# block 1

Block 1, signal wires on met1:
The bar under the picture is 50 µm long. Supply wires on this layer in gray.
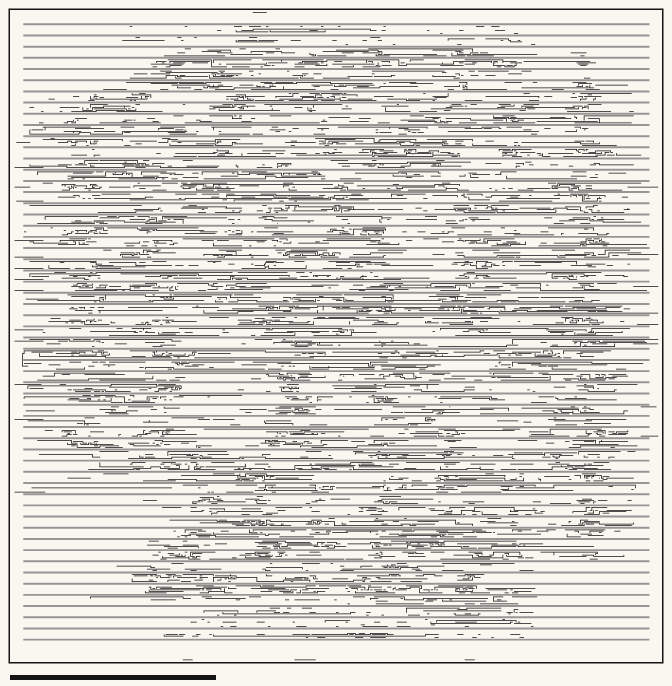

<file path="src/rtl/if_fetch.sv">
// if_fetch: instruction fetch stage with IF/ID register, hold buffer and redirect.
// Optional macro FETCH_TIMEOUT_EN adds a sticky fetch-timeout flag.
//
// Ports:
//   clk, rst_n              clock, async active-low reset
//   next_addr_i             next PC (pc+4 or jump target)
//   stall_i, flush_i        ID hazard stall, branch redirect/kill
//   imem_ack_i/rdata_i      one-cycle memory ack with data
//   pc_o                    current fetch PC
//   imem_req_o/addr_o       memory request, address (== pc_o)
//   if_id_pc/inst/valid_o   IF/ID pipeline register
//   fetch_err_o             sticky timeout flag (0 unless FETCH_TIMEOUT_EN)
module if_fetch #(
    parameter logic [31:0] RESET_PC = 32'h0000_0000
) (
    input  logic        clk,
    input  logic        rst_n,
    input  logic [31:0] next_addr_i,
    input  logic        stall_i,
    input  logic        flush_i,
    input  logic        imem_ack_i,
    input  logic [31:0] imem_rdata_i,
    output logic [31:0] pc_o,
    output logic        imem_req_o,
    output logic [31:0] imem_addr_o,
    output logic [31:0] if_id_pc_o,
    output logic [31:0] if_id_inst_o,
    output logic        if_id_valid_o,
    output logic        fetch_err_o
);

    typedef enum logic [1:0] {
        S_IDLE,
        S_REQ,
        S_HOLD
    } state_t;

    state_t      state_q, state_d;
    logic [31:0] pc_q, pc_d;
    logic        req_q, req_d;
    logic [31:0] id_pc_q, id_pc_d;
    logic [31:0] id_inst_q, id_inst_d;
    logic        id_valid_q, id_valid_d;
    logic [31:0] hold_pc_q, hold_pc_d;
    logic [31:0] hold_inst_q, hold_inst_d;
    logic [31:0] redirect_pc_q, redirect_pc_d;
    logic        kill_q, kill_d;

    always_comb begin
        state_d       = state_q;
        pc_d          = pc_q;
        id_pc_d       = id_pc_q;
        id_inst_d     = id_inst_q;
        id_valid_d    = id_valid_q;
        hold_pc_d     = hold_pc_q;
        hold_inst_d   = hold_inst_q;
        redirect_pc_d = redirect_pc_q;
        kill_d        = kill_q;

        // Flush always wins: IF/ID becomes a NOP bubble.
        if (flush_i) begin
            id_pc_d    = 32'h0;
            id_inst_d  = 32'h0;
            id_valid_d = 1'b0;
        end

        unique case (state_q)
            S_IDLE: begin
                state_d = S_REQ;
            end
            S_REQ: begin
                if (imem_ack_i) begin
                    if (flush_i) begin
                        pc_d   = next_addr_i;
                        kill_d = 1'b0;
                    end else if (kill_q) begin
                        // Data belongs to a squashed fetch: drop it and
                        // resume at the remembered redirect target.
                        pc_d   = redirect_pc_q;
                        kill_d = 1'b0;
                        if (!stall_i) id_valid_d = 1'b0;
                    end else if (stall_i) begin
                        hold_pc_d   = pc_q;
                        hold_inst_d = imem_rdata_i;
                        state_d     = S_HOLD;
                    end else begin
                        id_pc_d    = pc_q;
                        id_inst_d  = imem_rdata_i;
                        id_valid_d = 1'b1;
                        pc_d       = next_addr_i;
                    end
                end else begin
                    // Address must stay stable until the ack, so a
                    // flush here only records the target.
                    if (flush_i) begin
                        redirect_pc_d = next_addr_i;
                        kill_d        = 1'b1;
                    end else if (!stall_i) begin
                        id_valid_d = 1'b0;
                    end
                end
            end
            S_HOLD: begin
                if (flush_i) begin
                    pc_d    = next_addr_i;
                    state_d = S_REQ;
                end else if (!stall_i) begin
                    id_pc_d    = hold_pc_q;
                    id_inst_d  = hold_inst_q;
                    id_valid_d = 1'b1;
                    pc_d       = next_addr_i;
                    state_d    = S_REQ;
                end
            end
            default: begin
                state_d = S_IDLE;
            end
        endcase

        req_d = (state_d == S_REQ);
    end

    always_ff @(posedge clk or negedge rst_n) begin
        if (!rst_n) begin
            state_q       <= S_IDLE;
            pc_q          <= RESET_PC;
            req_q         <= 1'b0;
            id_pc_q       <= 32'h0;
            id_inst_q     <= 32'h0;
            id_valid_q    <= 1'b0;
            hold_pc_q     <= 32'h0;
            hold_inst_q   <= 32'h0;
            redirect_pc_q <= 32'h0;
            kill_q        <= 1'b0;
        end else begin
            state_q       <= state_d;
            pc_q          <= pc_d;
            req_q         <= req_d;
            id_pc_q       <= id_pc_d;
            id_inst_q     <= id_inst_d;
            id_valid_q    <= id_valid_d;
            hold_pc_q     <= hold_pc_d;
            hold_inst_q   <= hold_inst_d;
            redirect_pc_q <= redirect_pc_d;
            kill_q        <= kill_d;
        end
    end

    assign pc_o          = pc_q;
    assign imem_req_o    = req_q;
    assign imem_addr_o   = pc_q;
    assign if_id_pc_o    = id_pc_q;
    assign if_id_inst_o  = id_inst_q;
    assign if_id_valid_o = id_valid_q;

`ifdef FETCH_TIMEOUT_EN
    logic [3:0] tmo_cnt_q, tmo_cnt_d;
    logic       err_q, err_d;

    // Counts consecutive unacknowledged request cycles; saturates at 15.
    always_comb begin
        tmo_cnt_d = tmo_cnt_q;
        if (state_q == S_REQ) begin
            if (imem_ack_i) begin
                tmo_cnt_d = 4'h0;
            end else if (tmo_cnt_q != 4'hF) begin
                tmo_cnt_d = tmo_cnt_q + 4'h1;
            end
        end
        err_d = err_q | (tmo_cnt_d == 4'hF);
    end

    always_ff @(posedge clk or negedge rst_n) begin
        if (!rst_n) begin
            tmo_cnt_q <= 4'h0;
            err_q     <= 1'b0;
        end else begin
            tmo_cnt_q <= tmo_cnt_d;
            err_q     <= err_d;
        end
    end

    assign fetch_err_o = err_q;
`else
    assign fetch_err_o = 1'b0;
`endif

endmodule

</file>
<file path="config.mk">
export PLATFORM = sky130hd
export DESIGN_NAME = if_fetch
export DESIGN_NICKNAME = d
export VERILOG_FILES = /design/src/rtl/if_fetch.sv
export SDC_FILE = /design/constraint.sdc
export NUM_CORES = 1
export LEC_CHECK = 0
export CAP_MARGIN = 10
export CORE_MARGIN = 3
export CORE_UTILIZATION = 45
export DETAILED_ROUTE_END_ITERATION = 7
export PLACE_DENSITY = 0.7
export SETUP_SLACK_MARGIN = 0.4
export SYNTH_ARGS = -nofsm -noshare
export SYNTH_HDL_FRONTEND = slang
export SYNTH_SLANG_ARGS = --single-unit
</file>
<file path="constraint.sdc">
create_clock -name clk -period 2.65 [get_ports clk]
set_clock_uncertainty 0.05 [all_clocks]
set_input_delay 0.53 -clock clk [delete_from_list [all_inputs] [get_ports clk]]
set_output_delay 0.53 -clock clk [all_outputs]
set_load 0.01 [all_outputs]
</file>
# block 2

$ cat src/rtl/cmp_pkg.sv
// Shared types and helpers for the shared compare unit: op encoding and result mapping.
package cmp_pkg;

  localparam int CMP_OP_W = 3;

  typedef enum logic [CMP_OP_W-1:0] {
    CMP_EQ  = 3'd0,
    CMP_NE  = 3'd1,
    CMP_LT  = 3'd2,
    CMP_GE  = 3'd3,
    CMP_LTU = 3'd4,
    CMP_GEU = 3'd5
  } cmp_op_e;

  // Codes 6 and 7 have no meaning.
  function automatic logic cmp_is_legal(logic [CMP_OP_W-1:0] code);
    return code <= CMP_OP_W'(CMP_GEU);
  endfunction

  // Signed ops are turned into unsigned ones by flipping the sign bits.
  function automatic logic cmp_is_signed(cmp_op_e op);
    return (op == CMP_LT) || (op == CMP_GE);
  endfunction

  // Map the raw comparator flags onto the boolean the requester asked for.
  function automatic logic cmp_resolve(cmp_op_e op, logic eq, logic lt);
    logic res;
    case (op)
      CMP_EQ:           res = eq;
      CMP_NE:           res = ~eq;
      CMP_LT, CMP_LTU:  res = lt;
      CMP_GE, CMP_GEU:  res = ~lt;
      default:          res = 1'b0;
    endcase
    return res;
  endfunction

endpackage

$ cat src/rtl/cmp_mag32.sv
// The 32-bit unsigned magnitude comparator shared between requesters.
module cmp_mag32 (
  input  logic [31:0] a,
  input  logic [31:0] b,
  output logic        eq,
  output logic        lt
);

  assign eq = (a == b);
  assign lt = (a < b);

endmodule

$ cat src/rtl/rr_arbiter.sv
// Round-robin arbiter: one-hot grant to the first requester at or after the pointer.
module rr_arbiter #(
  parameter int NUM_REQ = 2,
  parameter int IDW     = 2
) (
  input  logic               clk,
  input  logic               rst_n,
  input  logic [NUM_REQ-1:0] req,
  input  logic               take,
  output logic [NUM_REQ-1:0] gnt,
  output logic [IDW-1:0]     gnt_id
);

  localparam int PAD = 1 << IDW;

  logic [IDW-1:0] ptr;
  logic [IDW-1:0] ptr_nxt;
  logic [PAD-1:0] req_pad;
  logic [IDW:0]   sum;
  logic [IDW-1:0] idx;
  logic           found;

  // Requests padded to the full index range so any IDW-bit index is in bounds.
  assign req_pad = PAD'(req);

  // Scan from the pointer, wrapping modulo NUM_REQ, and pick the first valid requester.
  always_comb begin
    // NOTE: every variable gets a default before any conditional write, so no latch is inferred.
    found  = 1'b0;
    gnt_id = '0;
    sum    = '0;
    idx    = '0;
    for (int k = 0; k < NUM_REQ; k++) begin
      sum = {1'b0, ptr} + (IDW+1)'(k);
      if (sum >= (IDW+1)'(NUM_REQ)) sum = sum - (IDW+1)'(NUM_REQ);
      idx = sum[IDW-1:0];
      if (!found && req_pad[idx]) begin
        found  = 1'b1;
        gnt_id = idx;
      end
    end
  end

  // One-hot grant decoded from the winner index.
  always_comb begin
    gnt = '0;
    for (int r = 0; r < NUM_REQ; r++) begin
      gnt[r] = found && (gnt_id == IDW'(r));
    end
  end

  // Pointer moves to the slot after the winner, wrapping modulo NUM_REQ.
  always_comb begin
    ptr_nxt = gnt_id + IDW'(1);
    if ({1'b0, gnt_id} == (IDW+1)'(NUM_REQ - 1)) ptr_nxt = '0;
  end

  // Pointer register: only a taken grant moves it.
  always_ff @(posedge clk or negedge rst_n) begin
    // NOTE: state registers use non-blocking assignments so every flop samples pre-edge values.
    if (!rst_n) begin
      ptr <= '0;
    end else if (take) begin
      ptr <= ptr_nxt;
    end
  end

endmodule

$ cat src/rtl/cmp_share_arbiter.sv
// Shares one 32-bit comparator between NUM_REQ requesters: round-robin grant,
// operand register, then comparator plus result register (fixed latency 2).
module cmp_share_arbiter
  import cmp_pkg::*;
#(
  parameter int NUM_REQ = 2,
  parameter int IDW     = 2
) (
  input  logic                  i_clk,
  input  logic                  i_rst_n,
  input  logic                  i_flush,
  input  logic [NUM_REQ-1:0]    i_req_valid,
  output logic [NUM_REQ-1:0]    o_req_ready,
  input  logic [NUM_REQ*3-1:0]  i_req_op,
  input  logic [NUM_REQ*32-1:0] i_req_a,
  input  logic [NUM_REQ*32-1:0] i_req_b,
  output logic                  o_rsp_valid,
  output logic [IDW-1:0]        o_rsp_id,
  output logic                  o_rsp_result,
  output logic                  o_rsp_eq,
  output logic                  o_rsp_lt,
  output logic                  o_busy
);

  logic [NUM_REQ-1:0]  arb_req;
  logic [NUM_REQ-1:0]  gnt;
  logic [IDW-1:0]      gnt_id;
  logic                take;

  logic [CMP_OP_W-1:0] sel_op;
  logic [31:0]         sel_a;
  logic [31:0]         sel_b;
  logic                cap_legal;
  cmp_op_e             cap_op;
  logic                cap_flip;

  logic                s1_valid;
  logic [31:0]         s1_a;
  logic [31:0]         s1_b;
  cmp_op_e             s1_op;
  logic [IDW-1:0]      s1_id;
  logic                s1_kill;

  logic                cmp_eq;
  logic                cmp_lt;

  // A flush hides every request, so nothing is granted and the pointer holds.
  assign arb_req     = i_req_valid & {NUM_REQ{~i_flush}};
  assign take        = |gnt;
  assign o_req_ready = gnt;

  rr_arbiter #(
    .NUM_REQ (NUM_REQ),
    .IDW     (IDW)
  ) u_arb (
    .clk    (i_clk),
    .rst_n  (i_rst_n),
    .req    (arb_req),
    .take   (take),
    .gnt    (gnt),
    .gnt_id (gnt_id)
  );

  // Operand mux driven by the one-hot grant.
  always_comb begin
    sel_op = '0;
    sel_a  = '0;
    sel_b  = '0;
    for (int r = 0; r < NUM_REQ; r++) begin
      if (gnt[r]) begin
        sel_op = i_req_op[r*CMP_OP_W +: CMP_OP_W];
        sel_a  = i_req_a[r*32 +: 32];
        sel_b  = i_req_b[r*32 +: 32];
      end
    end
  end

  // Illegal codes run as EQ with the result killed; signed ops flip both sign bits.
  assign cap_legal = cmp_is_legal(sel_op);
  assign cap_op    = cap_legal ? cmp_op_e'(sel_op) : CMP_EQ;
  assign cap_flip  = cmp_is_signed(cap_op);

  // Stage-1 valid bit: set by a taken grant, cleared by flush.
  always_ff @(posedge i_clk or negedge i_rst_n) begin
    if (!i_rst_n) begin
      s1_valid <= 1'b0;
    end else begin
      s1_valid <= take & ~i_flush;
    end
  end

  // Stage-1 operand capture.
  always_ff @(posedge i_clk) begin
    // NOTE: payload registers carry no reset; only the valid bits gate their use.
    if (take) begin
      s1_a    <= {sel_a[31] ^ cap_flip, sel_a[30:0]};
      s1_b    <= {sel_b[31] ^ cap_flip, sel_b[30:0]};
      s1_op   <= cap_op;
      s1_id   <= gnt_id;
      s1_kill <= ~cap_legal;
    end
  end

  cmp_mag32 u_cmp (
    .a  (s1_a),
    .b  (s1_b),
    .eq (cmp_eq),
    .lt (cmp_lt)
  );

  // Stage-2 result register; the valid bit is the one-cycle response pulse.
  always_ff @(posedge i_clk or negedge i_rst_n) begin
    if (!i_rst_n) begin
      o_rsp_valid  <= 1'b0;
      o_rsp_id     <= '0;
      o_rsp_result <= 1'b0;
      o_rsp_eq     <= 1'b0;
      o_rsp_lt     <= 1'b0;
    end else begin
      o_rsp_valid <= s1_valid & ~i_flush;
      if (s1_valid) begin
        o_rsp_id     <= s1_id;
        o_rsp_result <= ~s1_kill & cmp_resolve(s1_op, cmp_eq, cmp_lt);
        o_rsp_eq     <= cmp_eq;
        o_rsp_lt     <= cmp_lt;
      end
    end
  end

  assign o_busy = s1_valid | o_rsp_valid;

endmodule
$ cat config.mk
export PLATFORM = sky130hd
export DESIGN_NAME = cmp_share_arbiter
export DESIGN_NICKNAME = d
export VERILOG_FILES = /design/src/rtl/cmp_pkg.sv /design/src/rtl/cmp_mag32.sv /design/src/rtl/rr_arbiter.sv /design/src/rtl/cmp_share_arbiter.sv
export SDC_FILE = /design/constraint.sdc
export NUM_CORES = 1
export LEC_CHECK = 0
export CORE_MARGIN = 2
export CORE_UTILIZATION = 36
export CTS_CLUSTER_SIZE = 10
export DETAILED_ROUTE_END_ITERATION = 8
export PLACE_DENSITY_LB_ADDON = 0.3
export SLEW_MARGIN = 40
export SYNTH_ARGS = -nofsm -noshare
export SYNTH_HDL_FRONTEND = slang
export SYNTH_SLANG_ARGS = --single-unit
$ cat constraint.sdc
create_clock -name i_clk -period 5.37 [get_ports i_clk]
set_clock_uncertainty 0.2 [all_clocks]
set_input_delay 1.074 -clock i_clk [delete_from_list [all_inputs] [get_ports i_clk]]
set_output_delay 1.074 -clock i_clk [all_outputs]
set_load 0.02 [all_outputs]
# block 3

==> config.mk <==
export PLATFORM = sky130hd
export DESIGN_NAME = r_return_mux
export DESIGN_NICKNAME = d
export VERILOG_FILES = /design/src/rtl/r_return_mux.sv
export SDC_FILE = /design/constraint.sdc
export NUM_CORES = 1
export LEC_CHECK = 0
export CAP_MARGIN = 20
export CORE_ASPECT_RATIO = 0.7
export CORE_UTILIZATION = 24
export DETAILED_ROUTE_END_ITERATION = 12
export HOLD_SLACK_MARGIN = 0.03
export PLACE_DENSITY = 0.8
export SLEW_MARGIN = 20
export SYNTH_ARGS = -nofsm -noshare
export SYNTH_HDL_FRONTEND = slang
export SYNTH_SLANG_ARGS = --single-unit
==> constraint.sdc <==
create_clock -name ACLK -period 1.44 [get_ports ACLK]
set_input_delay 0.288 -clock ACLK [delete_from_list [all_inputs] [get_ports ACLK]]
set_output_delay 0.288 -clock ACLK [all_outputs]
set_load 0.005 [all_outputs]
==> src/rtl/r_return_mux.sv <==
// r_return_mux
//   Return path for a two-slave AXI read fabric. R-channel beats from S0 or S1
//   are routed back to the single master. Reads that decode to neither slave
//   are answered locally with DECERR bursts. Only one read may be outstanding
//   at a time. AR_EN tells the AR address decoder when it may forward ARVALID
//   to a slave.
//
// Ports
//   ACLK, ARESET                 clock, synchronous active-high reset
//   ARID_M/ARADDR_M/ARLEN_M      master AR payload
//   ARVALID_M / ARREADY_M        master AR handshake
//   ARREADY_S0 / ARREADY_S1      slave AR ready, used to build ARREADY_M
//   AR_EN                        1 = decoder may drive ARVALID_S0/S1
//   R*_S0, R*_S1                 slave R channels (RREADY_Sx is an output)
//   R*_M                         master R channel (RREADY_M is an input)
module r_return_mux #(
  parameter int ID_W = 4,
  parameter int ADDR_W = 32,
  parameter int DATA_W = 32,
  parameter int LEN_W = 4,
  parameter logic [ADDR_W-1:0] S0_BASE = 32'h0000_0000,
  parameter logic [ADDR_W-1:0] S0_LAST = 32'h0000_FFFF,
  parameter logic [ADDR_W-1:0] S1_BASE = 32'h0001_0000,
  parameter logic [ADDR_W-1:0] S1_LAST = 32'h0001_FFFF
) (
  input  logic              ACLK,
  input  logic              ARESET,
  input  logic [ID_W-1:0]   ARID_M,
  input  logic [ADDR_W-1:0] ARADDR_M,
  input  logic [LEN_W-1:0]  ARLEN_M,
  input  logic              ARVALID_M,
  output logic              ARREADY_M,
  input  logic              ARREADY_S0,
  input  logic              ARREADY_S1,
  output logic              AR_EN,
  input  logic [ID_W-1:0]   RID_S0,
  input  logic [DATA_W-1:0] RDATA_S0,
  input  logic [1:0]        RRESP_S0,
  input  logic              RLAST_S0,
  input  logic              RVALID_S0,
  output logic              RREADY_S0,
  input  logic [ID_W-1:0]   RID_S1,
  input  logic [DATA_W-1:0] RDATA_S1,
  input  logic [1:0]        RRESP_S1,
  input  logic              RLAST_S1,
  input  logic              RVALID_S1,
  output logic              RREADY_S1,
  output logic [ID_W-1:0]   RID_M,
  output logic [DATA_W-1:0] RDATA_M,
  output logic [1:0]        RRESP_M,
  output logic              RLAST_M,
  output logic              RVALID_M,
  input  logic              RREADY_M
);

  typedef enum logic [1:0] {IDLE, RD_S0, RD_S1, RD_DEC} state_t;

  state_t            state_p1, state_nxt;
  logic [LEN_W-1:0]  cnt_p1, cnt_nxt;
  logic [LEN_W-1:0]  len_p1;
  logic [ID_W-1:0]   id_p1;

  logic [ADDR_W-1:0] off_s0, off_s1;
  logic              hit_s0, hit_s1;
  logic              arready_dec;
  logic              ar_hs;
  logic              dec_last;

  // Address decode: one wrapping subtraction gives an inclusive range test
  // without a compare against zero when a window starts at address 0.
  assign off_s0 = ARADDR_M - S0_BASE;
  assign off_s1 = ARADDR_M - S1_BASE;
  assign hit_s0 = (off_s0 <= (S0_LAST - S0_BASE));
  assign hit_s1 = !hit_s0 && (off_s1 <= (S1_LAST - S1_BASE));

  // Unmapped reads are accepted immediately: this block is their slave.
  always_comb begin
    arready_dec = 1'b1;
    if (hit_s0) begin
      arready_dec = ARREADY_S0;
    end else if (hit_s1) begin
      arready_dec = ARREADY_S1;
    end
  end

  assign ar_hs    = (state_p1 == IDLE) && ARVALID_M && arready_dec;
  assign dec_last = (cnt_p1 == len_p1);

  always_comb begin
    state_nxt = state_p1;
    cnt_nxt   = cnt_p1;
    case (state_p1)
      IDLE: begin
        cnt_nxt = '0;
        if (ar_hs) begin
          if (hit_s0) begin
            state_nxt = RD_S0;
          end else if (hit_s1) begin
            state_nxt = RD_S1;
          end else begin
            state_nxt = RD_DEC;
          end
        end
      end
      // Slave RLAST alone ends a routed burst; beat count is not checked.
      RD_S0: begin
        if (RVALID_S0 && RREADY_M && RLAST_S0) state_nxt = IDLE;
      end
      RD_S1: begin
        if (RVALID_S1 && RREADY_M && RLAST_S1) state_nxt = IDLE;
      end
      // RVALID_M is always high here, so RREADY_M alone accepts a beat.
      RD_DEC: begin
        if (RREADY_M) begin
          if (dec_last) begin
            state_nxt = IDLE;
          end else begin
            cnt_nxt = cnt_p1 + 1'b1;
          end
        end
      end
      default: state_nxt = IDLE;
    endcase
  end

  // Stage boundary: burst state, beat counter and latched AR fields.
  always_ff @(posedge ACLK) begin
    if (ARESET) begin
      state_p1 <= IDLE;
      cnt_p1   <= '0;
      id_p1    <= '0;
      len_p1   <= '0;
    end else begin
      state_p1 <= state_nxt;
      cnt_p1   <= cnt_nxt;
      if (ar_hs) begin
        id_p1  <= ARID_M;
        len_p1 <= ARLEN_M;
      end
    end
  end

  // Outputs are forced to zero during the reset cycle, whatever the state.
  always_comb begin
    ARREADY_M = 1'b0;
    AR_EN     = 1'b0;
    RREADY_S0 = 1'b0;
    RREADY_S1 = 1'b0;
    RID_M     = '0;
    RDATA_M   = '0;
    RRESP_M   = 2'b00;
    RLAST_M   = 1'b0;
    RVALID_M  = 1'b0;
    if (!ARESET) begin
      case (state_p1)
        IDLE: begin
          AR_EN     = 1'b1;
          ARREADY_M = arready_dec;
        end
        RD_S0: begin
          RID_M     = RID_S0;
          RDATA_M   = RDATA_S0;
          RRESP_M   = RRESP_S0;
          RLAST_M   = RLAST_S0;
          RVALID_M  = RVALID_S0;
          RREADY_S0 = RREADY_M;
        end
        RD_S1: begin
          RID_M     = RID_S1;
          RDATA_M   = RDATA_S1;
          RRESP_M   = RRESP_S1;
          RLAST_M   = RLAST_S1;
          RVALID_M  = RVALID_S1;
          RREADY_S1 = RREADY_M;
        end
        RD_DEC: begin
          RID_M     = id_p1;
          RRESP_M   = 2'b11;
          RLAST_M   = dec_last;
          RVALID_M  = 1'b1;
        end
        default: begin
          AR_EN = 1'b0;
        end
      endcase
    end
  end

endmodule
Block 2, met3 routing:
The bar under the picture is 20 µm long. Cells faint in the background.
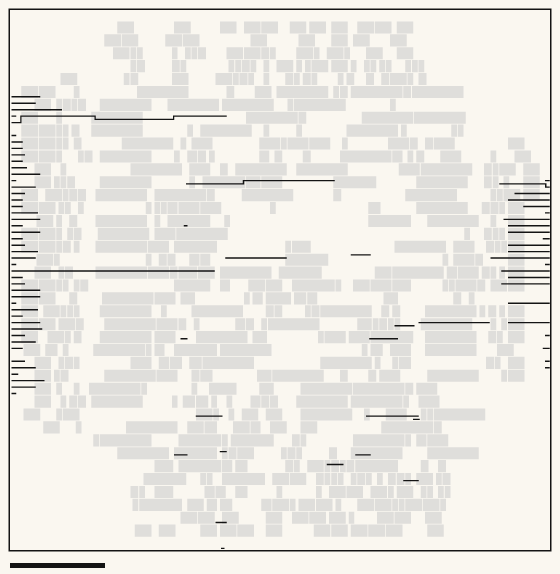
main direction	horizontal
share of all routed wire	5.0%
longest straight run	42.5 µm
wire length on this layer	489 µm

==> summary.txt, block 2 <==
fresh numbers from the pnr run: worst reg2reg path endpoint o_rsp_result, met3 Use GR 3.401%, Num CTS Buffers 9, inverters 38, DP Area 5933 µm², Final TNS setup 0 ns, # Taps 147, Most Used Layer, Global Route met2, hold endpoint o_rsp_id[0], biggest regs s1_a x32, s1_b x32, s1_op x3, post_cts resized 0, Max Root-Sink Buffers 2, clk slew on worst S/H paths 0.06 ns, worst skew pair latency 0.33 ns, CTS Sinks 79, Critical Path Source i_req_valid[0], CP top delay family buffers and inverters, fin crit share 78.51%, status finished, final reports clean, global-route usage over all layers 15.36%, die footprint 12,960 µm², slowest cell on the critical path clkdlybuf4s50_1, root buffer cell clkbuf_16, initial core utilization 36.46%, Pleak 0.002548 µW, Worst Setup End Kind output pin
==> block 2: metrics by stage <==
| step | utilization (%) | hold slack, ns |
|---|---|---|
| floorplan | - | 0.2534 |
| global placement | 49.81 | 0.2675 |
| detailed placement | 49.81 | 0.2625 |
| CTS | 52.45 | 0.2765 |
| global route | 52.48 | 0.2893 |
| finish | 52.48 | 0.2745 |
==> block 2: where the power goes <==
| part | internal [µW] | total [µW] | switching (µW) |
|---|---|---|---|
| combinational | 164 | 303 | 139 |
| sequential | 727 | 744 | 16.9 |
| clock | 405 | 635 | 230 |
| total | 1300 | 1680 | 385 |
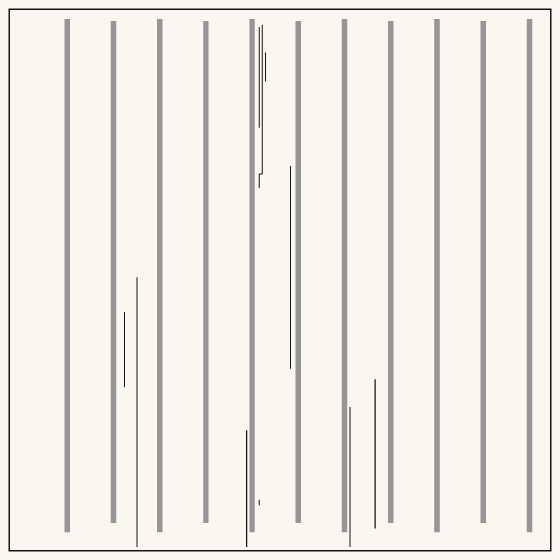
Block 1: the metal 4 layer
Supply wires on this layer in gray.
longest straight run	78.9 µm
share of all routed wire	1.3%
main direction	vertical

Notes on 'signal wires on met1' of block 1 above:
wire length on this layer	12,600 µm
longest straight run	51.5 µm
main direction	horizontal
nets with wire on the layer	1,016

==> summary.txt, block 1 <==
fresh numbers from the pnr run: first-pass GRT wire length 45,180 µm, worst skew pair latency 0.42 ns, area share, top type 47.10%, Sw Share 36.41%, initial core utilization 45.95%, Worst R2R Setup Slack 0.64 ns, Required @ worst endpoint 2.07 ns, Synth area leaders dfrtp_1 47%, mux2_2 9.4%, mux2i_1 6.0%, warnings from Yosys 0, power in combinational cells 5630 µW, sequential cell area share 37.35%, global-route usage over all layers 22.72%, status finished, final reports clean, Critical Path Source imem_addr_o[12], Worst path depth 1, clk slew on worst S/H paths 0.07 ns, # IOs 200, crit path buf inv count 1, Port Buffers 198
block 1: cells by family (layout without fill, tap and decap cells):
family,count (synthesis),after routing
AOI/OAI and AO/OA,255,255
adders and majority gates,4,4
buffers and inverters,126,264
DFF,197,197
muxes,160,160
other,1,1
and+or+nand+nor,217,217
block 1: through the flow:
| step | util, % | worst slack (ns) |
|---|---|---|
| 2_1_floorplan | - | 0.7756 |
| 3_5_place_dp | 55.38 | 0.2322 |
| 3_3_place_gp | 55.38 | 0.2703 |
| 6_report | 57.95 | 0.4757 |
| 5_1_grt | 57.95 | 0.4389 |
| 4_1_cts | 57.93 | 0.4547 |
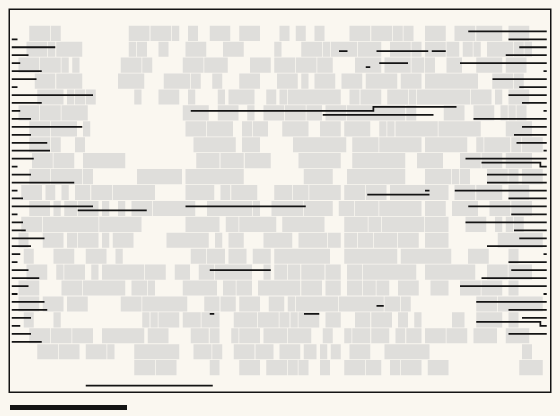
Block 3: met3 routing
The bar under the picture is 20 µm long. Cells faint in the background.
nets with wire on the layer	88
longest straight run	31.0 µm
wire length on this layer	601 µm
main direction	horizontal

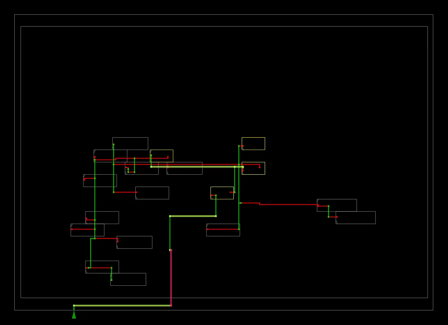
Block 3: clock nets
Num CTS Buffers: 3
clk pwr: 404 µW
Flop Count: 14
clk_skew: 0.006949 ns

==> summary.txt, block 3 <==
fresh numbers from the pnr run: # Taps 72, Most Used Layer, Global Route met2, vias per cell 5.009, Required @ worst endpoint 1.15 ns, initial core utilization 25.50%, failing checks negative setup slack, area share, top type 20.48%, # IOs 170, Min-Delay Path Class reg -> reg, NumNets Final 507, most common cell in the synthesized netlist nor2_1, area delta synth->final 177.5%, Final WS setup -0.4517 ns, Final HPWL DP 4586 µm, xor-xnor portion of the synthesized cell area 4.479%, Port Buffers 153, main flop type dfxtp_1, asr flop ratio synth 0%, area of the core 5368 µm², Slew Limit Fails 0, endpoints failing setup 57, dominant logic cell type in the layout clkdlybuf4s50_1, Registers, synthesis 14, status complete, but fails checks
## block 3: tightest hold or removal path, stage by stage (launching register included)
cell and delay, ns:
dfxtp_1 0.34, mux2i_1 0.07, nor2_1 0.07
## block 3: what timing repair did
action,in CTS,in global routing
gates resized,296,28
setup buffers,12,6
setup endpoints to repair,58,58
gates cloned,6,4
pin swaps,65,36
## block 3: state kept, by name (all words and copies together), names as in the netlist
| signal | flops |
|---|---|
| cnt_p1 | 4 |
| id_p1 | 4 |
| len_p1 | 4 |
| state_p1 | 2 |

==> notes/layouts.md <==
Pictures saved along the way, in no particular order.

Signal wires on met2.
(a)
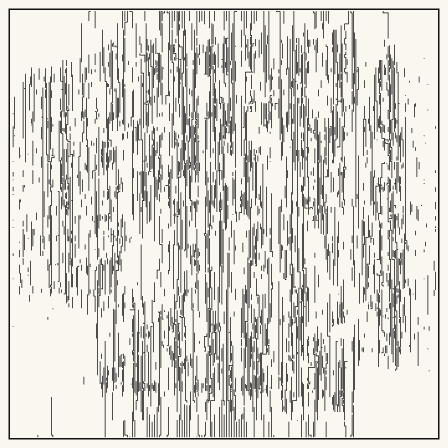
(b)
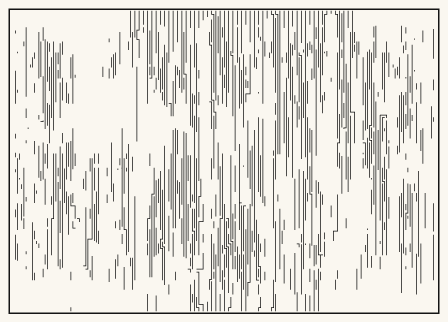
(c)
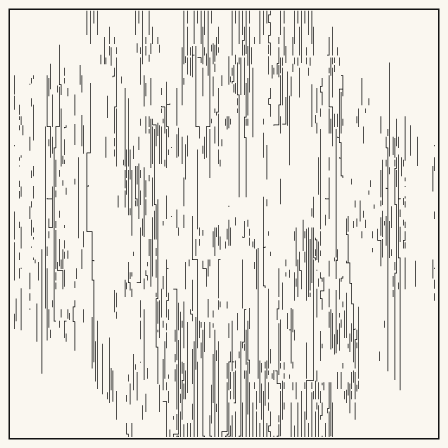
(c) -> block 2
(b) -> block 3
(a) -> block 1


Power is estimated from default activity; no workload was simulated.
